######## instr_decode_pipe ########
instr_decode_pipe, met3 routing:
(4 px per um)
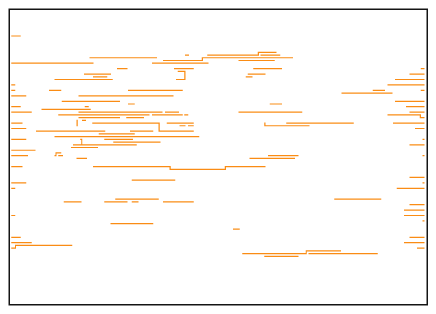

## config.mk

```make
export PLATFORM = sky130hd
export DESIGN_NAME = instr_decode_pipe
export DESIGN_NICKNAME = d
export VERILOG_FILES = /design/src/rtl/instr_dec_pkg.sv /design/src/rtl/instr_field_extract.sv /design/src/rtl/instr_decode_pipe.sv
export SDC_FILE = /design/constraint.sdc
export NUM_CORES = 1
export LEC_CHECK = 0
export CORE_ASPECT_RATIO = 0.7
export CORE_UTILIZATION = 51
export CTS_BUF_LIST = sky130_fd_sc_hd__clkbuf_16
export DETAILED_ROUTE_END_ITERATION = 16
export GPL_ROUTABILITY_DRIVEN = 0
export PLACE_DENSITY = 0.82
export SLEW_MARGIN = 15
export SYNTH_ARGS = -nofsm -noshare
export SYNTH_HDL_FRONTEND = slang
export SYNTH_SLANG_ARGS = --single-unit
export TNS_END_PERCENT = 100
```

## constraint.sdc

```tcl
create_clock -name clk -period 2 [get_ports clk]
set_clock_uncertainty 0.1 [all_clocks]
set_input_delay 0.4 -clock clk [delete_from_list [all_inputs] [get_ports clk]]
set_output_delay 0.4 -clock clk [all_outputs]
set_load 0.05 [all_outputs]
```

## src/rtl/instr_dec_pkg.sv

```systemverilog
// Shared widths, field offsets, opcode constants and the decoded-record type
// for the block instruction decode pipeline.
package instr_dec_pkg;

    localparam int DATA_WIDTH     = 16;
    localparam int OP_WIDTH       = 5;
    localparam int REG_ADDR_WIDTH = 4;
    localparam int RES_ADDR_WIDTH = 8;
    localparam int PMS_WIDTH      = 4;
    localparam int SHIFT_WIDTH    = 5;
    localparam int HAZARD_DEPTH   = 4;
    localparam int INSTR_WIDTH    = OP_WIDTH + 4*REG_ADDR_WIDTH + 5 + PMS_WIDTH;

    // Format A: op | src_a | src_b | src_c | dest | type a,b,c,d | no-sat | pms
    localparam int A_SRC_A_LSB = OP_WIDTH;
    localparam int A_SRC_B_LSB = A_SRC_A_LSB + REG_ADDR_WIDTH;
    localparam int A_SRC_C_LSB = A_SRC_B_LSB + REG_ADDR_WIDTH;
    localparam int A_DEST_LSB  = A_SRC_C_LSB + REG_ADDR_WIDTH;
    localparam int A_TYPE_LSB  = A_DEST_LSB + REG_ADDR_WIDTH;
    localparam int A_NOSAT_BIT = A_TYPE_LSB + 4;
    localparam int A_PMS_LSB   = A_NOSAT_BIT + 1;

    // Format B: op | src_a | src_b | dest | res_addr
    localparam int B_SRC_A_LSB = OP_WIDTH;
    localparam int B_SRC_B_LSB = B_SRC_A_LSB + REG_ADDR_WIDTH;
    localparam int B_DEST_LSB  = B_SRC_B_LSB + REG_ADDR_WIDTH;
    localparam int B_RES_LSB   = B_DEST_LSB + REG_ADDR_WIDTH;

    localparam logic [OP_WIDTH-1:0] OP_NOP   = OP_WIDTH'(0);
    localparam logic [OP_WIDTH-1:0] OP_ADD   = OP_WIDTH'(1);
    localparam logic [OP_WIDTH-1:0] OP_SUB   = OP_WIDTH'(2);
    localparam logic [OP_WIDTH-1:0] OP_MUL   = OP_WIDTH'(3);
    localparam logic [OP_WIDTH-1:0] OP_MAC   = OP_WIDTH'(4);
    localparam logic [OP_WIDTH-1:0] OP_DELAY = OP_WIDTH'(16);
    localparam logic [OP_WIDTH-1:0] OP_SAVE  = OP_WIDTH'(17);
    localparam logic [OP_WIDTH-1:0] OP_LOAD  = OP_WIDTH'(18);
    localparam logic [OP_WIDTH-1:0] OP_MOV   = OP_WIDTH'(19);

    typedef enum logic {FMT_A, FMT_B} fmt_e;
    typedef enum logic {SLOT_EMPTY, SLOT_FULL} slot_e;

    typedef struct packed {
        logic [OP_WIDTH-1:0]       operation;
        logic [REG_ADDR_WIDTH-1:0] src_a;
        logic [REG_ADDR_WIDTH-1:0] src_b;
        logic [REG_ADDR_WIDTH-1:0] src_c;
        logic [REG_ADDR_WIDTH-1:0] dest;
        logic                      src_a_reg;
        logic                      src_b_reg;
        logic                      src_c_reg;
        logic                      dest_reg;
        logic                      saturate;
        logic [SHIFT_WIDTH-1:0]    instr_shift;
        logic [RES_ADDR_WIDTH-1:0] res_addr;
        fmt_e                      fmt;
    } instr_rec_t;

    function automatic logic is_format_b(input logic [OP_WIDTH-1:0] op);
        return (op == OP_DELAY) || (op == OP_SAVE) || (op == OP_LOAD) || (op == OP_MOV);
    endfunction

endpackage

```

## src/rtl/instr_field_extract.sv

```systemverilog
// Combinational split of a raw block instruction into a decoded record.
module instr_field_extract
    import instr_dec_pkg::*;
(
    input  logic [INSTR_WIDTH-1:0] instr,
    output instr_rec_t             rec
);

    always_comb begin
        rec           = '0;
        rec.operation = instr[OP_WIDTH-1:0];
        if (is_format_b(instr[OP_WIDTH-1:0])) begin
            rec.fmt      = FMT_B;
            rec.src_a    = instr[B_SRC_A_LSB +: REG_ADDR_WIDTH];
            rec.src_b    = instr[B_SRC_B_LSB +: REG_ADDR_WIDTH];
            rec.dest     = instr[B_DEST_LSB +: REG_ADDR_WIDTH];
            rec.res_addr = instr[B_RES_LSB +: RES_ADDR_WIDTH];
        end else begin
            rec.fmt         = FMT_A;
            rec.src_a       = instr[A_SRC_A_LSB +: REG_ADDR_WIDTH];
            rec.src_b       = instr[A_SRC_B_LSB +: REG_ADDR_WIDTH];
            rec.src_c       = instr[A_SRC_C_LSB +: REG_ADDR_WIDTH];
            rec.dest        = instr[A_DEST_LSB +: REG_ADDR_WIDTH];
            rec.src_a_reg   = instr[A_TYPE_LSB];
            rec.src_b_reg   = instr[A_TYPE_LSB + 1];
            rec.src_c_reg   = instr[A_TYPE_LSB + 2];
            rec.dest_reg    = instr[A_TYPE_LSB + 3];
            rec.saturate    = ~instr[A_NOSAT_BIT];
            rec.instr_shift = SHIFT_WIDTH'(instr[A_PMS_LSB +: PMS_WIDTH]);
        end
    end

endmodule

```

## src/rtl/instr_decode_pipe.sv

```systemverilog
// Handshaked block instruction decoder: output register plus one-entry skid,
// with RAW hazard distance built only when INSTR_DEC_HAZARD_EN is defined.
//
// slot state | meaning
// SLOT_EMPTY | slot holds no record
// SLOT_FULL  | slot holds a record awaiting transfer
module instr_decode_pipe
    import instr_dec_pkg::*;
#(
    parameter int DATA_WIDTH     = 16,
    parameter int OP_WIDTH       = 5,
    parameter int REG_ADDR_WIDTH = 4,
    parameter int RES_ADDR_WIDTH = 8,
    parameter int PMS_WIDTH      = 4,
    parameter int SHIFT_WIDTH    = 5,
    parameter int HAZARD_DEPTH   = 4,
    parameter int INSTR_WIDTH    = OP_WIDTH + 4*REG_ADDR_WIDTH + 5 + PMS_WIDTH
) (
    input  logic                             clk,
    input  logic                             reset,
    input  logic                             in_valid,
    output logic                             in_ready,
    input  logic [INSTR_WIDTH-1:0]           in_instr,
    input  logic                             in_block_start,
    output logic                             out_valid,
    input  logic                             out_ready,
    output logic [OP_WIDTH-1:0]              operation,
    output logic [REG_ADDR_WIDTH-1:0]        src_a,
    output logic [REG_ADDR_WIDTH-1:0]        src_b,
    output logic [REG_ADDR_WIDTH-1:0]        src_c,
    output logic [REG_ADDR_WIDTH-1:0]        dest,
    output logic                             src_a_reg,
    output logic                             src_b_reg,
    output logic                             src_c_reg,
    output logic                             dest_reg,
    output logic                             saturate,
    output logic [SHIFT_WIDTH-1:0]           instr_shift,
    output logic [RES_ADDR_WIDTH-1:0]        res_addr,
    output logic                             format_b,
    output logic [$clog2(HAZARD_DEPTH+1)-1:0] hazard_dist
);

    localparam int HAZ_W = $clog2(HAZARD_DEPTH + 1);
    localparam int unused_data_width = DATA_WIDTH;

    slot_e      out_state, out_state_nxt, skid_state, skid_state_nxt;
    instr_rec_t dec, out_rec, out_rec_nxt, skid_rec, skid_rec_nxt;
    logic [HAZ_W-1:0] new_hz, out_hz, out_hz_nxt, skid_hz, skid_hz_nxt;
    logic in_ready_q, in_ready_nxt, accept, drain;

    instr_field_extract u_extract (
        .instr (in_instr),
        .rec   (dec)
    );

    assign accept = in_valid & in_ready_q;
    assign drain  = (out_state == SLOT_FULL) & out_ready;

`ifdef INSTR_DEC_HAZARD_EN
    logic [HAZARD_DEPTH-1:0]   hist_valid;
    logic [REG_ADDR_WIDTH-1:0] hist_dest [HAZARD_DEPTH];

    // Entry 0 is the most recent instruction; descending scan lets the nearest match win.
    always_comb begin
        new_hz = '0;
        if (!in_block_start) begin
            for (int i = HAZARD_DEPTH - 1; i >= 0; i--) begin
                if (hist_valid[i] &&
                    ((dec.src_a_reg && (dec.src_a == hist_dest[i])) ||
                     (dec.src_b_reg && (dec.src_b == hist_dest[i])) ||
                     (dec.src_c_reg && (dec.src_c == hist_dest[i]))))
                    new_hz = HAZ_W'(i + 1);
            end
        end
    end

    always_ff @(posedge clk) begin
        if (reset) begin
            hist_valid <= '0;
            for (int i = 0; i < HAZARD_DEPTH; i++) hist_dest[i] <= '0;
        end else if (accept) begin
            for (int i = HAZARD_DEPTH - 1; i > 0; i--) begin
                hist_valid[i] <= in_block_start ? 1'b0 : hist_valid[i-1];
                hist_dest[i]  <= hist_dest[i-1];
            end
            hist_valid[0] <= (dec.fmt == FMT_A) && dec.dest_reg;
            hist_dest[0]  <= dec.dest;
        end
    end
`else
    logic unused_block_start;
    assign unused_block_start = in_block_start;
    assign new_hz = '0;
`endif

    always_comb begin
        out_state_nxt  = out_state;
        skid_state_nxt = skid_state;
        out_rec_nxt    = out_rec;
        out_hz_nxt     = out_hz;
        skid_rec_nxt   = skid_rec;
        skid_hz_nxt    = skid_hz;
        if (drain) begin
            if (skid_state == SLOT_FULL) begin
                out_rec_nxt    = skid_rec;
                out_hz_nxt     = skid_hz;
                skid_state_nxt = SLOT_EMPTY;
            end else if (accept) begin
                out_rec_nxt = dec;
                out_hz_nxt  = new_hz;
            end else begin
                out_state_nxt = SLOT_EMPTY;
            end
        end else if (accept) begin
            if (out_state == SLOT_FULL) begin
                skid_rec_nxt   = dec;
                skid_hz_nxt    = new_hz;
                skid_state_nxt = SLOT_FULL;
            end else begin
                out_rec_nxt   = dec;
                out_hz_nxt    = new_hz;
                out_state_nxt = SLOT_FULL;
            end
        end
        in_ready_nxt = (skid_state_nxt == SLOT_EMPTY);
    end

    always_ff @(posedge clk) begin
        if (reset) begin
            out_state  <= SLOT_EMPTY;
            skid_state <= SLOT_EMPTY;
            out_rec    <= '0;
            out_hz     <= '0;
            skid_rec   <= '0;
            skid_hz    <= '0;
            in_ready_q <= 1'b0;
        end else begin
            out_state  <= out_state_nxt;
            skid_state <= skid_state_nxt;
            out_rec    <= out_rec_nxt;
            out_hz     <= out_hz_nxt;
            skid_rec   <= skid_rec_nxt;
            skid_hz    <= skid_hz_nxt;
            in_ready_q <= in_ready_nxt;
        end
    end

    assign in_ready    = in_ready_q;
    assign out_valid   = (out_state == SLOT_FULL);
    assign operation   = out_rec.operation;
    assign src_a       = out_rec.src_a;
    assign src_b       = out_rec.src_b;
    assign src_c       = out_rec.src_c;
    assign dest        = out_rec.dest;
    assign src_a_reg   = out_rec.src_a_reg;
    assign src_b_reg   = out_rec.src_b_reg;
    assign src_c_reg   = out_rec.src_c_reg;
    assign dest_reg    = out_rec.dest_reg;
    assign saturate    = out_rec.saturate;
    assign instr_shift = out_rec.instr_shift;
    assign res_addr    = out_rec.res_addr;
    assign format_b    = (out_rec.fmt == FMT_B);
    assign hazard_dist = out_hz;

endmodule

```

######## mac_tree_ctrl ########
$ cat config.mk
export PLATFORM = sky130hd
export DESIGN_NAME = mac_tree_ctrl
export DESIGN_NICKNAME = d
export VERILOG_FILES = /design/src/rtl/mac_tree_ctrl_pkg.sv /design/src/rtl/mac_tree_addr_gen.sv /design/src/rtl/mac_tree_ctrl.sv
export SDC_FILE = /design/constraint.sdc
export NUM_CORES = 1
export LEC_CHECK = 0
export ABC_AREA = 1
export CORE_MARGIN = 2
export CORE_UTILIZATION = 54
export DETAILED_ROUTE_END_ITERATION = 10
export PLACE_DENSITY = 0.87
export SYNTH_ARGS = -nofsm -noshare
export SYNTH_HDL_FRONTEND = slang
export SYNTH_HIERARCHICAL = 1
export SYNTH_SLANG_ARGS = --single-unit
$ cat constraint.sdc
create_clock -name clk -period 3.2 [get_ports clk]
set_input_delay 0.48 -clock clk [delete_from_list [all_inputs] [get_ports clk]]
set_output_delay 0.48 -clock clk [all_outputs]
set_load 0.01 [all_outputs]
$ cat src/rtl/mac_tree_ctrl_pkg.sv
// Shared types and default sizes for the MAC tree sequencer.
package mac_tree_ctrl_pkg;

  localparam int unsigned DefAddrW   = 10;
  localparam int unsigned DefCntW    = 16;
  localparam int unsigned DefPipeLat = 8;

  typedef enum logic [2:0] {
    StIdle,
    StClear,
    StFeed,
    StDrain,
    StResult,
    StDone
  } state_e;

endpackage

$ cat src/rtl/mac_tree_addr_gen.sv
// Beat counter, linear activation address and tile index for the MAC tree sequencer.
module mac_tree_addr_gen
  import mac_tree_ctrl_pkg::*;
#(
  parameter int unsigned ADDR_W = DefAddrW,
  parameter int unsigned CNT_W  = DefCntW
) (
  input  logic              clk,
  input  logic              reset_n,
  input  logic              job_clr_i,   // new job: everything back to zero
  input  logic              k_clr_i,     // new tile: beat counter back to zero
  input  logic              step_i,      // one streamed beat
  input  logic              tile_adv_i,  // result accepted, more tiles follow
  output logic [CNT_W-1:0]  k_o,
  output logic [ADDR_W-1:0] act_addr_o,
  output logic [CNT_W-1:0]  tile_o
);

  logic [CNT_W-1:0]  k_q, k_d;
  logic [ADDR_W-1:0] act_q, act_d;
  logic [CNT_W-1:0]  tile_q, tile_d;

  // Next-state: job clear dominates; activation address wraps naturally.
  always_comb begin
    k_d    = k_q;
    act_d  = act_q;
    tile_d = tile_q;
    if (job_clr_i) begin
      k_d    = '0;
      act_d  = '0;
      tile_d = '0;
    end else begin
      if (k_clr_i) begin
        k_d = '0;
      end else if (step_i) begin
        k_d   = k_q + CNT_W'(1);
        act_d = act_q + ADDR_W'(1);
      end
      if (tile_adv_i) begin
        tile_d = tile_q + CNT_W'(1);
      end
    end
  end

  // Counter registers.
  always_ff @(posedge clk or negedge reset_n) begin
    if (!reset_n) begin
      k_q    <= '0;
      act_q  <= '0;
      tile_q <= '0;
    end else begin
      k_q    <= k_d;
      act_q  <= act_d;
      tile_q <= tile_d;
    end
  end

  assign k_o        = k_q;
  assign act_addr_o = act_q;
  assign tile_o     = tile_q;

endmodule

$ cat src/rtl/mac_tree_ctrl.sv
// Sequencer for the pipelined MAC tree: clear, stream K beats, drain, present result, per tile.
// Optional performance counters are built when MAC_TREE_CTRL_PERF_EN is defined.
module mac_tree_ctrl
  import mac_tree_ctrl_pkg::*;
#(
  parameter int unsigned ADDR_W   = DefAddrW,
  parameter int unsigned CNT_W    = DefCntW,
  parameter int unsigned PIPE_LAT = DefPipeLat
) (
  input  logic              clk,
  input  logic              reset_n,
  input  logic              start,
  input  logic [CNT_W-1:0]  cfg_k_tiles,
  input  logic [CNT_W-1:0]  cfg_n_tiles,
  input  logic [7:0]        cfg_shift,
  output logic              busy,
  output logic              done,
  output logic              act_rd_en,
  output logic [ADDR_W-1:0] act_rd_addr,
  output logic              wet_rd_en,
  output logic [ADDR_W-1:0] wet_rd_addr,
  output logic              PE_mac_enable,
  output logic              PE_clear_acc,
  output logic [7:0]        PE_res_shift_num,
  output logic              feed_zero,
  output logic              res_valid,
  input  logic              res_ready,
  output logic [CNT_W-1:0]  res_tile_idx
`ifdef MAC_TREE_CTRL_PERF_EN
  ,
  output logic [31:0]       perf_busy_cycles,
  output logic [31:0]       perf_stall_cycles
`endif
);

  localparam int unsigned DrainW = (PIPE_LAT > 1) ? $clog2(PIPE_LAT) : 1;

  state_e            state_q, state_d;
  logic [DrainW-1:0] drain_q, drain_d;
  logic [CNT_W-1:0]  k_cfg_q, n_cfg_q;
  logic [7:0]        shift_q;
  logic              zero_done_q, zero_done_d;

  logic              start_acc;
  logic              cfg_zero;
  logic              run_start;
  logic              drain_last;
  logic              feed_last;
  logic              tile_last;
  logic              tile_adv;
  logic [CNT_W-1:0]  k_cnt;
  logic [CNT_W-1:0]  tile_cnt;

  assign start_acc  = (state_q == StIdle) && start;
  assign cfg_zero   = (cfg_k_tiles == '0) || (cfg_n_tiles == '0);
  // An empty job never leaves IDLE, so nothing on the datapath side moves.
  assign run_start  = start_acc && !cfg_zero;
  assign drain_last = (drain_q == DrainW'(PIPE_LAT - 1));
  assign feed_last  = (k_cnt == k_cfg_q - CNT_W'(1));
  assign tile_last  = (tile_cnt == n_cfg_q - CNT_W'(1));
  assign tile_adv   = (state_q == StResult) && res_ready && !tile_last;

  // Next-state logic and drain cycle counter.
  always_comb begin
    state_d     = state_q;
    drain_d     = '0;
    zero_done_d = start_acc && cfg_zero;
    unique case (state_q)
      StIdle:   if (run_start) state_d = StClear;
      StClear:  state_d = StFeed;
      StFeed:   if (feed_last) state_d = StDrain;
      StDrain: begin
        if (drain_last) state_d = StResult;
        else            drain_d = drain_q + DrainW'(1);
      end
      StResult: if (res_ready) state_d = tile_last ? StDone : StClear;
      StDone:   state_d = StIdle;
      default:  state_d = StIdle;
    endcase
  end

  // State, drain counter and job configuration registers.
  always_ff @(posedge clk or negedge reset_n) begin
    if (!reset_n) begin
      state_q     <= StIdle;
      drain_q     <= '0;
      zero_done_q <= 1'b0;
      k_cfg_q     <= '0;
      n_cfg_q     <= '0;
      shift_q     <= '0;
    end else begin
      state_q     <= state_d;
      drain_q     <= drain_d;
      zero_done_q <= zero_done_d;
      if (run_start) begin
        k_cfg_q <= cfg_k_tiles;
        n_cfg_q <= cfg_n_tiles;
        shift_q <= cfg_shift;
      end
    end
  end

  // Output decode; purely from state so an asynchronous reset drops everything at once.
  always_comb begin
    busy          = (state_q != StIdle);
    done          = (state_q == StDone) || zero_done_q;
    PE_mac_enable = (state_q != StIdle);
    PE_clear_acc  = (state_q == StClear);
    act_rd_en     = (state_q == StFeed);
    wet_rd_en     = (state_q == StFeed);
    feed_zero     = (state_q == StDrain) || (state_q == StResult);
    res_valid     = (state_q == StResult);
  end

  assign PE_res_shift_num = shift_q;
  assign res_tile_idx     = tile_cnt;
  assign wet_rd_addr      = ADDR_W'(k_cnt);

  mac_tree_addr_gen #(
    .ADDR_W (ADDR_W),
    .CNT_W  (CNT_W)
  ) u_addr_gen (
    .clk        (clk),
    .reset_n    (reset_n),
    .job_clr_i  (run_start),
    .k_clr_i    (state_q == StClear),
    .step_i     (state_q == StFeed),
    .tile_adv_i (tile_adv),
    .k_o        (k_cnt),
    .act_addr_o (act_rd_addr),
    .tile_o     (tile_cnt)
  );

`ifdef MAC_TREE_CTRL_PERF_EN
  logic [31:0] perf_busy_q, perf_busy_d;
  logic [31:0] perf_stall_q, perf_stall_d;

  // Saturating busy/stall counters, cleared by any accepted start.
  always_comb begin
    perf_busy_d  = perf_busy_q;
    perf_stall_d = perf_stall_q;
    if (start_acc) begin
      perf_busy_d  = '0;
      perf_stall_d = '0;
    end else begin
      if (busy && (perf_busy_q != '1)) begin
        perf_busy_d = perf_busy_q + 32'd1;
      end
      if ((state_q == StResult) && !res_ready && (perf_stall_q != '1)) begin
        perf_stall_d = perf_stall_q + 32'd1;
      end
    end
  end

  // Performance counter registers.
  always_ff @(posedge clk or negedge reset_n) begin
    if (!reset_n) begin
      perf_busy_q  <= '0;
      perf_stall_q <= '0;
    end else begin
      perf_busy_q  <= perf_busy_d;
      perf_stall_q <= perf_stall_d;
    end
  end

  assign perf_busy_cycles  = perf_busy_q;
  assign perf_stall_cycles = perf_stall_q;
`endif

endmodule

######## serial_add_ctrl_flat ########
==> config.mk <==
export PLATFORM = sky130hd
export DESIGN_NAME = serial_add_ctrl_flat
export DESIGN_NICKNAME = d
export VERILOG_FILES = /design/src/rtl/serial_add_ctrl_if.sv /design/src/rtl/serial_add_ctrl.sv /design/src/flat_wrapper.sv
export SDC_FILE = /design/constraint.sdc
export NUM_CORES = 1
export LEC_CHECK = 0
export ABC_AREA = 1
export CORE_UTILIZATION = 54
export DETAILED_ROUTE_END_ITERATION = 10
export PLACE_DENSITY = 0.86
export SLEW_MARGIN = 20
export SYNTH_ARGS = -nofsm -noshare
export SYNTH_HDL_FRONTEND = slang
export SYNTH_SLANG_ARGS = --single-unit
==> constraint.sdc <==
create_clock -name clk -period 2.2 [get_ports clk]
set_input_delay 0.33 -clock clk [delete_from_list [all_inputs] [get_ports clk]]
set_output_delay 0.33 -clock clk [all_outputs]
set_load 0.05 [all_outputs]
==> src/rtl/serial_add_ctrl_if.sv <==
// Handshake and bit-serial adder bus for serial_add_ctrl.
// The slave side is the sequencer; the master side is the operand source plus the adder.
interface serial_add_ctrl_if #(
    parameter int WIDTH = 8
);
    logic             start;
    logic             sub;
    logic             cin;
    logic [WIDTH-1:0] op_a;
    logic [WIDTH-1:0] op_b;
    logic             fa_a;
    logic             fa_b;
    logic             fa_c;
    logic             fa_s;
    logic             fa_cr;
    logic             busy;
    logic             done;
    logic [WIDTH-1:0] sum;
    logic             cout;
    logic             overflow;

    modport slave (
        input  start, sub, cin, op_a, op_b, fa_s, fa_cr,
        output fa_a, fa_b, fa_c, busy, done, sum, cout, overflow
    );

    modport master (
        output start, sub, cin, op_a, op_b, fa_s, fa_cr,
        input  fa_a, fa_b, fa_c, busy, done, sum, cout, overflow
    );
endinterface

==> src/rtl/serial_add_ctrl.sv <==
// Bit-serial add/subtract sequencer driving one shared external full adder.
// Each bit takes a DRIVE (settle) and a CAPTURE cycle, LSB first.
module serial_add_ctrl #(
    parameter int WIDTH = 8,
    parameter int IDX_W = 3
) (
    input  logic                clk,
    input  logic                rst,
    serial_add_ctrl_if.slave    bus
);

    typedef enum logic [1:0] {
        S_IDLE,
        S_DRIVE,
        S_CAPTURE,
        S_DONE
    } state_t;

    state_t           r_state;
    state_t           w_next;
    logic [WIDTH-1:0] r_a;
    logic [WIDTH-1:0] r_b;
    logic [WIDTH-1:0] r_work;
    logic [WIDTH-1:0] r_sum;
    logic [IDX_W-1:0] r_idx;
    logic             r_carry;
    logic             r_cout;
    logic             r_ovf;
    logic             w_last;

    assign w_last = (r_idx == IDX_W'(WIDTH - 1));

    always_ff @(posedge clk) begin
        if (rst) begin
            r_state <= S_IDLE;
        end else begin
            r_state <= w_next;
        end
    end

    always_comb begin
        w_next = r_state;
        unique case (r_state)
            S_IDLE:    if (bus.start) w_next = S_DRIVE;
            S_DRIVE:   w_next = S_CAPTURE;
            S_CAPTURE: w_next = w_last ? S_DONE : S_DRIVE;
            S_DONE:    w_next = S_IDLE;
        endcase
    end

    // Result is loaded on the last capture edge, so it is already valid in DONE.
    always_ff @(posedge clk) begin
        if (rst) begin
            r_a     <= '0;
            r_b     <= '0;
            r_work  <= '0;
            r_sum   <= '0;
            r_idx   <= '0;
            r_carry <= 1'b0;
            r_cout  <= 1'b0;
            r_ovf   <= 1'b0;
        end else begin
            unique case (r_state)
                S_IDLE: begin
                    if (bus.start) begin
                        r_a     <= bus.op_a;
                        r_b     <= bus.sub ? ~bus.op_b : bus.op_b;
                        r_carry <= bus.sub ? 1'b1 : bus.cin;
                        r_idx   <= '0;
                    end
                end
                S_DRIVE: begin
                end
                S_CAPTURE: begin
                    r_work[r_idx] <= bus.fa_s;
                    r_carry       <= bus.fa_cr;
                    if (w_last) begin
                        r_sum  <= {bus.fa_s, r_work[WIDTH-2:0]};
                        r_cout <= bus.fa_cr;
                        r_ovf  <= r_carry ^ bus.fa_cr;
                    end else begin
                        r_idx <= r_idx + 1'b1;
                    end
                end
                S_DONE: begin
                end
            endcase
        end
    end

    always_comb begin
        bus.fa_a     = 1'b0;
        bus.fa_b     = 1'b0;
        bus.fa_c     = 1'b0;
        bus.busy     = 1'b0;
        bus.done     = 1'b0;
        bus.sum      = r_sum;
        bus.cout     = r_cout;
        bus.overflow = r_ovf;
        unique case (r_state)
            S_IDLE: begin
            end
            S_DRIVE, S_CAPTURE: begin
                bus.fa_a = r_a[r_idx];
                bus.fa_b = r_b[r_idx];
                bus.fa_c = r_carry;
                bus.busy = 1'b1;
            end
            S_DONE: begin
                bus.done = 1'b1;
            end
        endcase
    end

endmodule

==> src/flat_wrapper.sv <==
// flat-port wrapper written by rule: the top's interface ports become plain ports
module serial_add_ctrl_flat 
#(
    parameter int WIDTH = 8,
    parameter int IDX_W = 3
)
  (clk, rst, bus_start, bus_sub, bus_cin, bus_op_a, bus_op_b, bus_fa_s, bus_fa_cr, bus_fa_a, bus_fa_b, bus_fa_c, bus_busy, bus_done, bus_sum, bus_cout, bus_overflow);
  serial_add_ctrl_if #(.WIDTH(WIDTH)) bus_i ();
  input  logic clk;
  input  logic rst;
  input wire logic [$bits(bus_i.start)-1:0] bus_start;
  input wire logic [$bits(bus_i.sub)-1:0] bus_sub;
  input wire logic [$bits(bus_i.cin)-1:0] bus_cin;
  input wire logic [$bits(bus_i.op_a)-1:0] bus_op_a;
  input wire logic [$bits(bus_i.op_b)-1:0] bus_op_b;
  input wire logic [$bits(bus_i.fa_s)-1:0] bus_fa_s;
  input wire logic [$bits(bus_i.fa_cr)-1:0] bus_fa_cr;
  output wire logic [$bits(bus_i.fa_a)-1:0] bus_fa_a;
  output wire logic [$bits(bus_i.fa_b)-1:0] bus_fa_b;
  output wire logic [$bits(bus_i.fa_c)-1:0] bus_fa_c;
  output wire logic [$bits(bus_i.busy)-1:0] bus_busy;
  output wire logic [$bits(bus_i.done)-1:0] bus_done;
  output wire logic [$bits(bus_i.sum)-1:0] bus_sum;
  output wire logic [$bits(bus_i.cout)-1:0] bus_cout;
  output wire logic [$bits(bus_i.overflow)-1:0] bus_overflow;
  assign bus_i.start = bus_start;
  assign bus_i.sub = bus_sub;
  assign bus_i.cin = bus_cin;
  assign bus_i.op_a = bus_op_a;
  assign bus_i.op_b = bus_op_b;
  assign bus_i.fa_s = bus_fa_s;
  assign bus_i.fa_cr = bus_fa_cr;
  assign bus_fa_a = bus_i.fa_a;
  assign bus_fa_b = bus_i.fa_b;
  assign bus_fa_c = bus_i.fa_c;
  assign bus_busy = bus_i.busy;
  assign bus_done = bus_i.done;
  assign bus_sum = bus_i.sum;
  assign bus_cout = bus_i.cout;
  assign bus_overflow = bus_i.overflow;
  serial_add_ctrl #(.WIDTH(WIDTH), .IDX_W(IDX_W)) u_core (.clk(clk), .rst(rst), .bus(bus_i));
endmodule
serial_add_ctrl_flat, I/O pins on the die edge:
(6 px per um) Pins as bars across the die edge, other pins in gray.
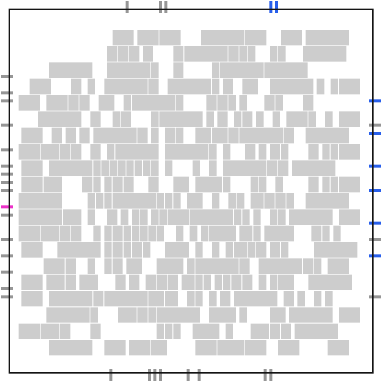
bus_fa_b: in magenta, pins 1, direction output, edge west. bus_sum: in blue, pins 8, direction output, edge 6 east, 2 north.
die width: 60.36 um
port bufs: 37
die height: 60.36 um

serial_add_ctrl_flat, met3 routing:
(6 px per um)
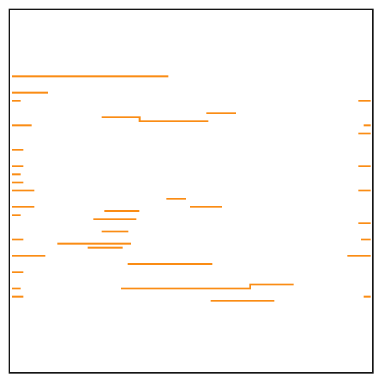
The wires run mostly horizontal. The layer holds 5.2% of the routed length.
Total Wirelength: 3748 um
via count: 1681
met3 Use GR: 7.036%

==> results.toml, serial_add_ctrl_flat <==
# yosys + openroad results
[route]
ant_nets = 0

[power_and_ir_drop]
power_density_mw_per_mm2 = 745.5

[place]
place_congestion = 0.8226
dp_slack_ns = 0.4944

[grt]
grt_pass1_wl_um = 6354
gr-usage-all-layers_pct = 23.73

[clocking]
cts_buffer_depth = 2
clk_latency_ns = 0.35

[layout]
clock_cell_area_share_pct = 2.459
sh_comb_area_pct = 38.31
non_clock_buffer_area_share_pct = 18.14
seq_area_um2 = 780.7
nNetsFinal = 323
most-common-layout-cells = "56 x nand2_1, 39 x dfxtp_1, 33 x clkdlybuf4s50_1"

[yosys]
fp_nets = 287
postSynthCellCount = 258
ys_seq_share_pct = 42.45
ff_type = "dfxtp_1"

[min_path]
worstHoldEndpoint = "u_core.r_work[2]"

[timing]
max_clock_freq_ghz = 0.4906
final.min_clock_period_ns = 2.038
relSlewSlack_pct = 66.79

[worst_setup_path]
worst-path-max-fanout = 4
worstPathArrival_ns = 1.71

[job]
cap_violations = 0

[floorplanning]
core-area_mm2 = 0.003153

[status]
status = "finished, final reports clean"
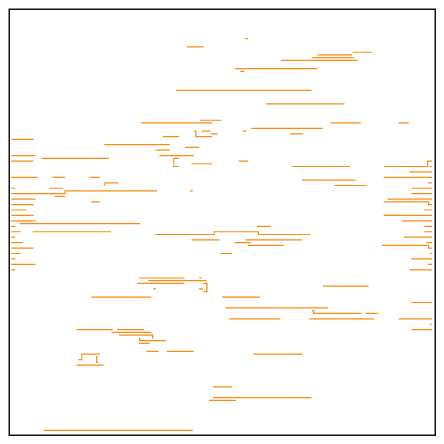
mac_tree_ctrl: met3 routing
(4 px per um)
The layer carries 964 um of wire. The layer holds 6.9% of the routed length. 107 nets have wire on it. The wires run mostly horizontal. The longest straight run is 37.0 um.
via count: 5506
met3 Use GR: 4.598%
Total Wirelength: 14080 um

==> results.toml, mac_tree_ctrl <==
# yosys + openroad results
[status]
status = "finished, final reports clean"

[route]
firstDrtPassIters = 7
vias_per_cell = 5.249

[layout]
seq_share_pct = 32.05
final_layout_top_logic_cell = "nand2_1"

[yosys]
fp_nets = 862
yosys-top-cells-area = "dfrtp_1 40%, nand2_1 17%, nor2_1 7.1%"
synthesis.area_mm2 = 0.005629
ys_sh_simple_pct = 37.54
ys_cells = 811

[floorplanning]
fp.dieW_um = 106.1
core-area_mm2 = 0.01023

[worst_setup_path]
slowest_delay_ns = 0.47
critPathMostFrequentCell = "nand2_1"

[clocking]
clock-sinks = 89

[power_and_ir_drop]
seq_power_share_pct = 51.9

[job]
tool_warnings = 26
instr_decode_pipe, met1 routing:
(4 px per um) Supply wires on this layer in gray.
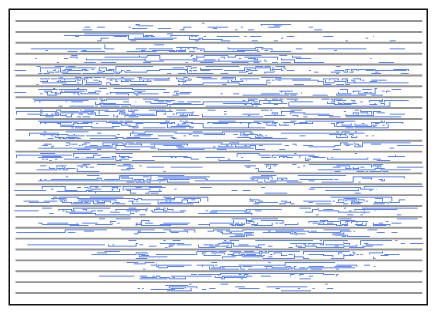
The layer holds 42% of the routed length. 472 nets have wire on it. The layer carries 4180 um of wire. The wires run mostly horizontal.
Total Wirelength: 9868 um
grt met1 use: 33.53%
via count: 3533

instr_decode_pipe, I/O pins on the die edge:
(4 px per um) Pins as bars across the die edge, other pins in gray.
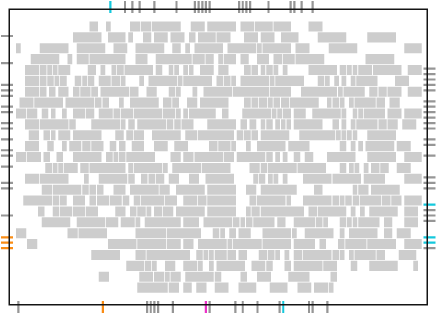
out_valid: in magenta, pins 1, direction output, edge south. instr_shift: in cyan, pins 5, direction output, edge 3 east, 1 south, 1 north. dest: in orange, pins 4, direction output, edge 3 west, 1 south.
All pins by edge: 24 east, 20 north, 19 west, 17 south.
die width: 104.1 um
port bufs: 74
die height: 73.48 um

## Picture notes: 'met3 routing' of instr_decode_pipe
The longest straight run is 35.9 um. The wires run mostly horizontal. The layer carries 846 um of wire. The layer holds 8.6% of the routed length.
met3 Use GR: 6.477%

==> results.toml, instr_decode_pipe <==
# yosys + openroad results
[status]
status = "finished, final reports clean"

[yosys]
top_area_cell = "dfxtp_1"
edf_count = 0
mux_area_share_pct = 1.076
synthTopCellsByCount = "100 x nand2_1, 81 x dfxtp_1, 45 x nand3_1"
synth_xor_xnor_area_share_pct = 0
aoi_share_pct = 25.38
ys_cells = 428

[grt]
antenna_found_initial = 0
grt_max_degree = 53

[layout]
fillers = 511
sh_comb_area_pct = 36.04
drive_gt1_share_pct = 17.71
area_delta_synth_final_pct = 31.97
final_layout_top_logic_cell = "nand2_1"

[timing]
final.min_clock_period_ns = 1.972
finalHoldViolCount = 0
drv_slew = 0
fin_tns_setup_ns = 0

[route]
ant_nets = 0
firstDrtPassIters = 5
wl_met2_um = 4789
met3_length_um = 846

[power_and_ir_drop]
internal_power_w = 0.003072
switchingPower_w = 0.001181
switching_share_pct = 27.76
powerClk_w = 0.00171

[floorplanning]
ios = 80
die_area_mm2 = 0.007650

[worst_setup_path]
cp.depth = 1
timing.rr.end = "operation[2]"
path_cells = "clkdlybuf4s50_1"
crit_path_start_kind = "flip-flop"
r2r_cells = 6

[clocking]
clk_latency_ns = 0.33
cts_setup_buffers = 0

######## interrupt_controller ########
interrupt_controller, met3 routing:
(4 px per um)
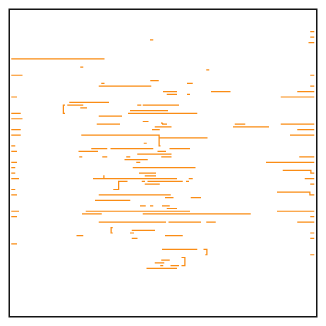

==> src/rtl/mips_uc_pkg.sv <==
// Shared definitions for the MIPS microcontroller peripheral blocks.
// Holds the interrupt controller's register addresses, its FSM state
// encoding and the bit position of ACTIVE.valid.
package mips_uc_pkg;

  // Interrupt controller register map (2-bit address).
  localparam logic [1:0] IC_MASK_ADDR    = 2'd0;
  localparam logic [1:0] IC_PENDING_ADDR = 2'd1;
  localparam logic [1:0] IC_ACTIVE_ADDR  = 2'd2;

  // ACTIVE register layout: valid flag and in-service source id.
  localparam int IC_VALID_BIT = 31;
  localparam int IC_ID_W      = 4;

  typedef enum logic [1:0] {
    IDLE    = 2'd0,
    ASSERT  = 2'd1,
    SERVICE = 2'd2
  } ic_state_t;

endpackage

==> src/rtl/priority_encoder.sv <==
// Fixed-priority encoder: reports whether any request bit is set and the
// index of the lowest set bit (index 0 has the highest priority).
// Ports:
//   req  - request vector
//   any  - at least one bit of req is set
//   idx  - index of the lowest set bit (0 when req is empty)
module priority_encoder
  import mips_uc_pkg::*;
#(
  parameter int NUM_SOURCES = 16
) (
  input  logic [NUM_SOURCES-1:0] req,
  output logic                   any,
  output logic [IC_ID_W-1:0]     idx
);

  always_comb begin
    any = |req;
    idx = '0;
    // Scan from the top down so the lowest set bit is written last.
    for (int i = NUM_SOURCES - 1; i >= 0; i--) begin
      if (req[i]) idx = IC_ID_W'(i);
    end
  end

endmodule

==> src/rtl/interrupt_controller.sv <==
// Priority interrupt controller. Captures rising edges on the peripheral
// interrupt sources into PENDING, qualifies them with MASK and presents the
// lowest-index candidate to the CPU on irq. The source stays in service
// until software writes ACTIVE (end-of-interrupt).
// Ports:
//   clk, rst            - clock, asynchronous active-low reset
//   irq_source          - peripheral interrupt levels (rising edge = event)
//   ce, rw, address     - register access strobe, 1=write/0=read, select
//   data_in, data_out   - register write data / combinational read data
//   irq, ack            - request to CPU / acknowledge from CPU
//   dbg_state_o         - current controller state, for observation
//
// Handshake: irq rises when a candidate is latched and stays high (the
// latched id and the request are frozen, mask changes do not withdraw it)
// until ack is sampled high on a rising edge; irq then drops in the same
// edge. ack outside that window is ignored.
module interrupt_controller
  import mips_uc_pkg::*;
#(
  parameter int NUM_SOURCES = 16,
  parameter int DATA_WIDTH  = 32
) (
  input  logic                   clk,
  input  logic                   rst,
  input  logic [NUM_SOURCES-1:0] irq_source,
  input  logic                   ce,
  input  logic                   rw,
  input  logic [1:0]             address,
  input  logic [DATA_WIDTH-1:0]  data_in,
  output logic [DATA_WIDTH-1:0]  data_out,
  output logic                   irq,
  input  logic                   ack,
  output ic_state_t              dbg_state_o
);

  logic [NUM_SOURCES-1:0] src_q;
  logic [NUM_SOURCES-1:0] mask_q, mask_d;
  logic [NUM_SOURCES-1:0] pending_q, pending_d;
  logic [IC_ID_W-1:0]     active_id_q;
  logic                   irq_q;
  ic_state_t              state_q;

  logic                   cand_any;
  logic [IC_ID_W-1:0]     cand_idx;
  logic                   mask_wr, w1c_wr, eoi_wr;
  logic [NUM_SOURCES-1:0] rise, w1c_clr, ack_clr;
  logic [DATA_WIDTH-1:0]  rd_data;
  logic                   unused_data;

  assign mask_wr = ce && rw && (address == IC_MASK_ADDR);
  assign w1c_wr  = ce && rw && (address == IC_PENDING_ADDR);
  assign eoi_wr  = ce && rw && (address == IC_ACTIVE_ADDR);

  // Only the source-wide slice of the write bus carries meaning.
  assign unused_data = ^data_in[DATA_WIDTH-1:NUM_SOURCES];

  priority_encoder #(.NUM_SOURCES(NUM_SOURCES)) u_prio (
    .req (pending_q & mask_q),
    .any (cand_any),
    .idx (cand_idx)
  );

  always_comb begin
    rise    = irq_source & ~src_q;
    w1c_clr = w1c_wr ? data_in[NUM_SOURCES-1:0] : '0;
    ack_clr = (state_q == ASSERT && ack) ? (NUM_SOURCES'(1) << active_id_q) : '0;
    // A fresh edge wins over any clear landing in the same cycle.
    pending_d = (pending_q & ~w1c_clr & ~ack_clr) | rise;
    mask_d    = mask_wr ? data_in[NUM_SOURCES-1:0] : mask_q;
  end

  always_ff @(posedge clk or negedge rst) begin
    if (!rst) begin
      src_q     <= '0;
      mask_q    <= '0;
      pending_q <= '0;
    end else begin
      src_q     <= irq_source;
      mask_q    <= mask_d;
      pending_q <= pending_d;
    end
  end

  always_ff @(posedge clk or negedge rst) begin
    if (!rst) begin
      state_q     <= IDLE;
      active_id_q <= '0;
      irq_q       <= 1'b0;
    end else begin
      case (state_q)
        IDLE: begin
          if (cand_any) begin
            active_id_q <= cand_idx;
            irq_q       <= 1'b1;
            state_q     <= ASSERT;
          end
        end
        ASSERT: begin
          if (ack) begin
            irq_q   <= 1'b0;
            state_q <= SERVICE;
          end
        end
        SERVICE: begin
          // active_id is kept after EOI so ACTIVE still reports the last id.
          if (eoi_wr) state_q <= IDLE;
        end
        default: begin
          irq_q   <= 1'b0;
          state_q <= IDLE;
        end
      endcase
    end
  end

  always_comb begin
    rd_data = '0;
    if (ce) begin
      case (address)
        IC_MASK_ADDR:    rd_data[NUM_SOURCES-1:0] = mask_q;
        IC_PENDING_ADDR: rd_data[NUM_SOURCES-1:0] = pending_q;
        IC_ACTIVE_ADDR: begin
          rd_data[IC_VALID_BIT]  = (state_q == SERVICE);
          rd_data[IC_ID_W-1:0]   = active_id_q;
        end
        default:         rd_data = '0;
      endcase
    end
  end

  assign data_out    = rd_data;
  assign irq         = irq_q;
  assign dbg_state_o = state_q;

endmodule

==> config.mk <==
export PLATFORM = sky130hd
export DESIGN_NAME = interrupt_controller
export DESIGN_NICKNAME = d
export VERILOG_FILES = /design/src/rtl/mips_uc_pkg.sv /design/src/rtl/priority_encoder.sv /design/src/rtl/interrupt_controller.sv
export SDC_FILE = /design/constraint.sdc
export NUM_CORES = 1
export LEC_CHECK = 0
export ABC_AREA = 1
export CORE_MARGIN = 1
export CORE_UTILIZATION = 49
export DETAILED_ROUTE_END_ITERATION = 10
export PLACE_DENSITY = 0.9
export SYNTH_ARGS = -nofsm -noshare
export SYNTH_HDL_FRONTEND = slang
export SYNTH_SLANG_ARGS = --single-unit
==> constraint.sdc <==
create_clock -name clk -period 2.5 [get_ports clk]
set_clock_uncertainty 0.15 [all_clocks]
set_input_delay 0.75 -clock clk [delete_from_list [all_inputs] [get_ports clk]]
set_output_delay 0.75 -clock clk [all_outputs]
set_load 0.005 [all_outputs]
######## ex_operand_latch ########
## src/rtl/ex_operand_latch.sv

```systemverilog
// ID/EX operand latch with EX-stage forwarding muxes and load-use hazard detection.
// Latency: one cycle from decode fields to registered EX entry; operands combinational from it.
// Backpressure: stall holds every register; flush and load-use insert a zeroed bubble.
module ex_operand_latch (
  input  logic        clk,
  input  logic        rst_n,
  input  logic        stall,
  input  logic        flush,
  input  logic        id_valid,
  input  logic [3:0]  id_alu_ctrl,
  input  logic [31:0] id_rs_data,
  input  logic [31:0] id_rt_data,
  input  logic [31:0] id_imm,
  input  logic [4:0]  id_shamt,
  input  logic [4:0]  id_rs,
  input  logic [4:0]  id_rt,
  input  logic [4:0]  id_rd,
  input  logic        id_use_imm,
  input  logic        id_use_shamt,
  input  logic        id_reg_write,
  input  logic        id_mem_read,
  input  logic        id_mem_write,
  input  logic        exmem_reg_write,
  input  logic        memwb_reg_write,
  input  logic [4:0]  exmem_rd,
  input  logic [4:0]  memwb_rd,
  input  logic [31:0] exmem_data,
  input  logic [31:0] memwb_data,
  output logic [3:0]  alu_ctrl,
  output logic [31:0] alu_a,
  output logic [31:0] alu_b,
  output logic [31:0] ex_store_data,
  output logic        ex_valid,
  output logic        ex_reg_write,
  output logic        ex_mem_read,
  output logic        ex_mem_write,
  output logic [4:0]  ex_rd,
  output logic        load_use_stall
);

  logic [31:0] ex_rs_data;
  logic [31:0] ex_rt_data;
  logic [31:0] ex_imm;
  logic [4:0]  ex_shamt;
  logic [4:0]  ex_rs;
  logic [4:0]  ex_rt;
  logic        ex_use_imm;
  logic        ex_use_shamt;
  logic [31:0] fwd_rs;
  logic [31:0] fwd_rt;
  logic        bubble;

  // A loaded word in EX whose destination feeds the instruction in decode cannot be forwarded in time.
  assign load_use_stall = ex_valid && ex_mem_read && (ex_rd != 5'd0) && id_valid &&
                          ((ex_rd == id_rs) || (ex_rd == id_rt));

  // Reset, flush, or an unstalled load-use hazard all zero the entry; stall only holds otherwise.
  assign bubble = !rst_n || flush || (!stall && load_use_stall);

  // Pipeline register: clear on bubble, hold on stall, else capture decode.
  always_ff @(posedge clk) begin
    if (bubble) begin
      ex_valid     <= 1'b0;
      alu_ctrl     <= 4'd0;
      ex_rs_data   <= 32'd0;
      ex_rt_data   <= 32'd0;
      ex_imm       <= 32'd0;
      ex_shamt     <= 5'd0;
      ex_rs        <= 5'd0;
      ex_rt        <= 5'd0;
      ex_rd        <= 5'd0;
      ex_use_imm   <= 1'b0;
      ex_use_shamt <= 1'b0;
      ex_reg_write <= 1'b0;
      ex_mem_read  <= 1'b0;
      ex_mem_write <= 1'b0;
    end else if (!stall) begin
      ex_valid     <= id_valid;
      alu_ctrl     <= id_alu_ctrl;
      ex_rs_data   <= id_rs_data;
      ex_rt_data   <= id_rt_data;
      ex_imm       <= id_imm;
      ex_shamt     <= id_shamt;
      ex_rs        <= id_rs;
      ex_rt        <= id_rt;
      ex_rd        <= id_rd;
      ex_use_imm   <= id_use_imm;
      ex_use_shamt <= id_use_shamt;
      // Side-effecting controls are gated so an invalid entry can never write state.
      ex_reg_write <= id_valid && id_reg_write;
      ex_mem_read  <= id_valid && id_mem_read;
      ex_mem_write <= id_valid && id_mem_write;
    end
  end

  // Forwarding: EX/MEM beats MEM/WB; register 0 always reads its latched value.
  always_comb begin
    fwd_rs = ex_rs_data;
    fwd_rt = ex_rt_data;
    if (ex_rs != 5'd0) begin
      if (exmem_reg_write && (exmem_rd == ex_rs))      fwd_rs = exmem_data;
      else if (memwb_reg_write && (memwb_rd == ex_rs)) fwd_rs = memwb_data;
    end
    if (ex_rt != 5'd0) begin
      if (exmem_reg_write && (exmem_rd == ex_rt))      fwd_rt = exmem_data;
      else if (memwb_reg_write && (memwb_rd == ex_rt)) fwd_rt = memwb_data;
    end
  end

  // Operand selection: shift amount replaces rs, immediate replaces rt; stores always see rt.
  always_comb begin
    alu_a         = ex_use_shamt ? {27'd0, ex_shamt} : fwd_rs;
    alu_b         = ex_use_imm ? ex_imm : fwd_rt;
    ex_store_data = fwd_rt;
  end

endmodule

```

## config.mk

```make
export PLATFORM = sky130hd
export DESIGN_NAME = ex_operand_latch
export DESIGN_NICKNAME = d
export VERILOG_FILES = /design/src/rtl/ex_operand_latch.sv
export SDC_FILE = /design/constraint.sdc
export NUM_CORES = 1
export LEC_CHECK = 0
export CORE_AREA = 4 4 138 140
export DETAILED_ROUTE_END_ITERATION = 12
export DIE_AREA = 0 0 142 144
export GPL_TIMING_DRIVEN = 0
export PLACE_DENSITY_LB_ADDON = 0.12
export SLEW_MARGIN = 20
export SYNTH_ARGS = -nofsm -noshare
export SYNTH_HDL_FRONTEND = slang
export SYNTH_SLANG_ARGS = --single-unit
```

## constraint.sdc

```tcl
create_clock -name clk -period 3.1 [get_ports clk]
set_clock_uncertainty 0.15 [all_clocks]
set_input_delay 0.465 -clock clk [delete_from_list [all_inputs] [get_ports clk]]
set_output_delay 0.465 -clock clk [all_outputs]
set_load 0.01 [all_outputs]
```

interrupt_controller, met1 routing:
(4 px per um) Supply wires on this layer in gray.
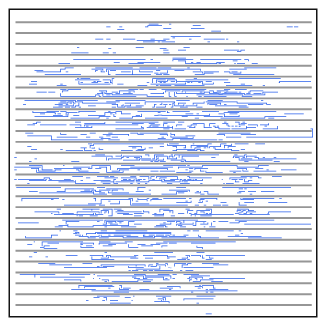
The longest straight run is 36.3 um. The layer holds 38% of the routed length.
grt met1 use: 31.68%
Total Wirelength: 7466 um

interrupt_controller, met4 routing:
(4 px per um) Supply wires on this layer in gray.
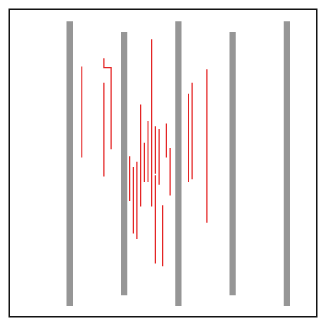
18 nets have wire on it. The layer holds 5.0% of the routed length. The wires run mostly vertical. The longest straight run is 41.5 um.
via count: 2685

## Picture notes: 'met3 routing' of interrupt_controller
The wires run mostly horizontal. The layer holds 7.3% of the routed length. 90 nets have wire on it. The longest straight run is 26.7 um.
met3 Use GR: 6.108%

==> results.toml, interrupt_controller <==
# yosys + openroad results
[yosys]
mux_area_share_pct = 0
synthTopCellsByCount = "102 x nand2_1, 55 x dfrtp_1, 46 x inv_1"
postSynthCellCount = 342
synth_flops = 55
aoi_share_pct = 15.65
top_cell = "nand2_1"
yosys-top-cells-area = "dfrtp_1 51%, nand2_1 14%, inv_1 6.4%"

[power_and_ir_drop]
seq_power_share_pct = 46.4
internal_power_w = 0.001630
top_power_group = "sequential cells"

[layout]
final_cell_count_no_fill = 485
clkbuf_count = 5
layout.comb_gates.multi_input = 230
inv_count = 49
signal_buffers = 73
fin_util_pct = 69.06
nNetsFinal = 469
drive_gt1_share_pct = 19.04

[worst_setup_path]
worst-path-max-fanout = 12
cp.depth = 7
worstPathArrival_ns = 1.59

[route]
met3_length_um = 543
vias_per_cell = 5.536

[grt]
antenna_found_initial = 0

[clocking]
cts_buffer_depth = 2
cts_setup_buffers = 5
cts_max_level = 2

[timing]
grt_setup_unrepaired = "true"
final.min_clock_period_ns = 2.494
finalSetupViolCount = 0
finalHoldViolCount = 0
max_clock_freq_ghz = 0.4010

[status]
status = "finished, final reports clean"

[floorplanning]
fp.dieW_um = 76.49
core-area_mm2 = 0.005238
ex_operand_latch, M2 wires:
(2 px per um) Cells faint in the background.
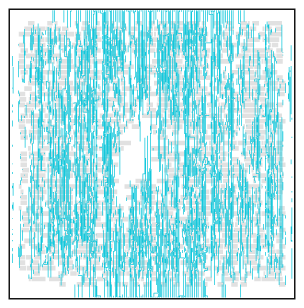
The wires run mostly vertical. The layer holds 47% of the routed length. 1270 nets have wire on it.
Total Wirelength: 34160 um
via count: 8536
met2 GRT Util: 51.90%

==> results.toml, ex_operand_latch <==
# yosys + openroad results
[status]
status = "finished with violations"
violations = "setup timing"

[timing]
finalSetupViolCount = 3
setup_ws_ns = -0.006456

[worst_setup_path]
crit_path_end = "ex_store_data[20]"

[layout]
clkbuf_count = 19
diodes = 5

[route]
met3_length_um = 2765
ant_nets = 0

[min_path]
holdCritStartpoint = "ex_imm[14]"

[grt]
use_met1_pct = 38.90

[clocking]
clock-root-buffer = "clkbuf_16"
cts_tree = "built"
cts_buffer_depth = 2

[place]
dp_slack_ns = -0.9500

[yosys]
async_reset_ff_share_pct = 0
ys_chip_area_mm2 = 0.007782
yosysUniqueCellTypes = 47
synthesis.area_mm2 = 0.007782

[floorplanning]
n_tap_cell = 229
die_area_mm2 = 0.02045
fp.dieW_um = 142


==> layout pictures side by side <==
Met1 routing.
(a)
(2 px per um) Supply wires on this layer in gray.
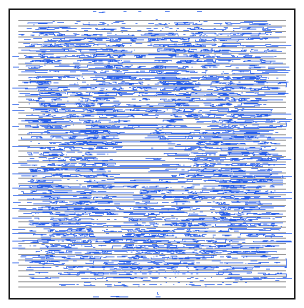
(b)
(6 px per um) Supply wires on this layer in gray.
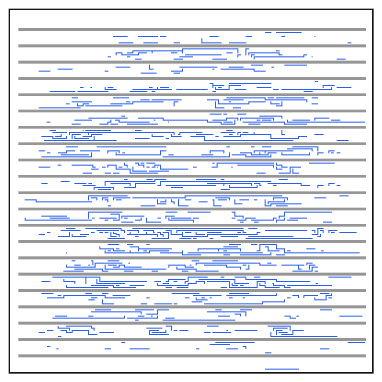
(c)
(4 px per um) Supply wires on this layer in gray.
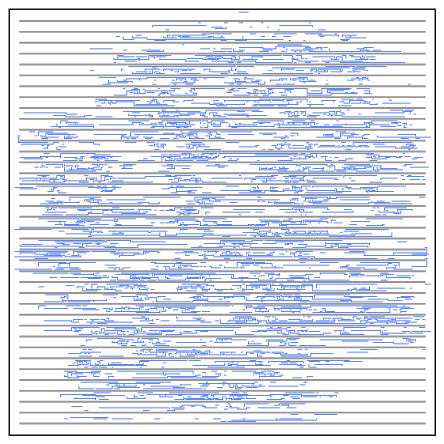
(b) comes from serial_add_ctrl_flat.
(c) comes from mac_tree_ctrl.
(a) comes from ex_operand_latch.

Key to (a):
The wires run mostly horizontal. The layer holds 40% of the routed length. 1325 nets have wire on it. The longest straight run is 76.6 um.

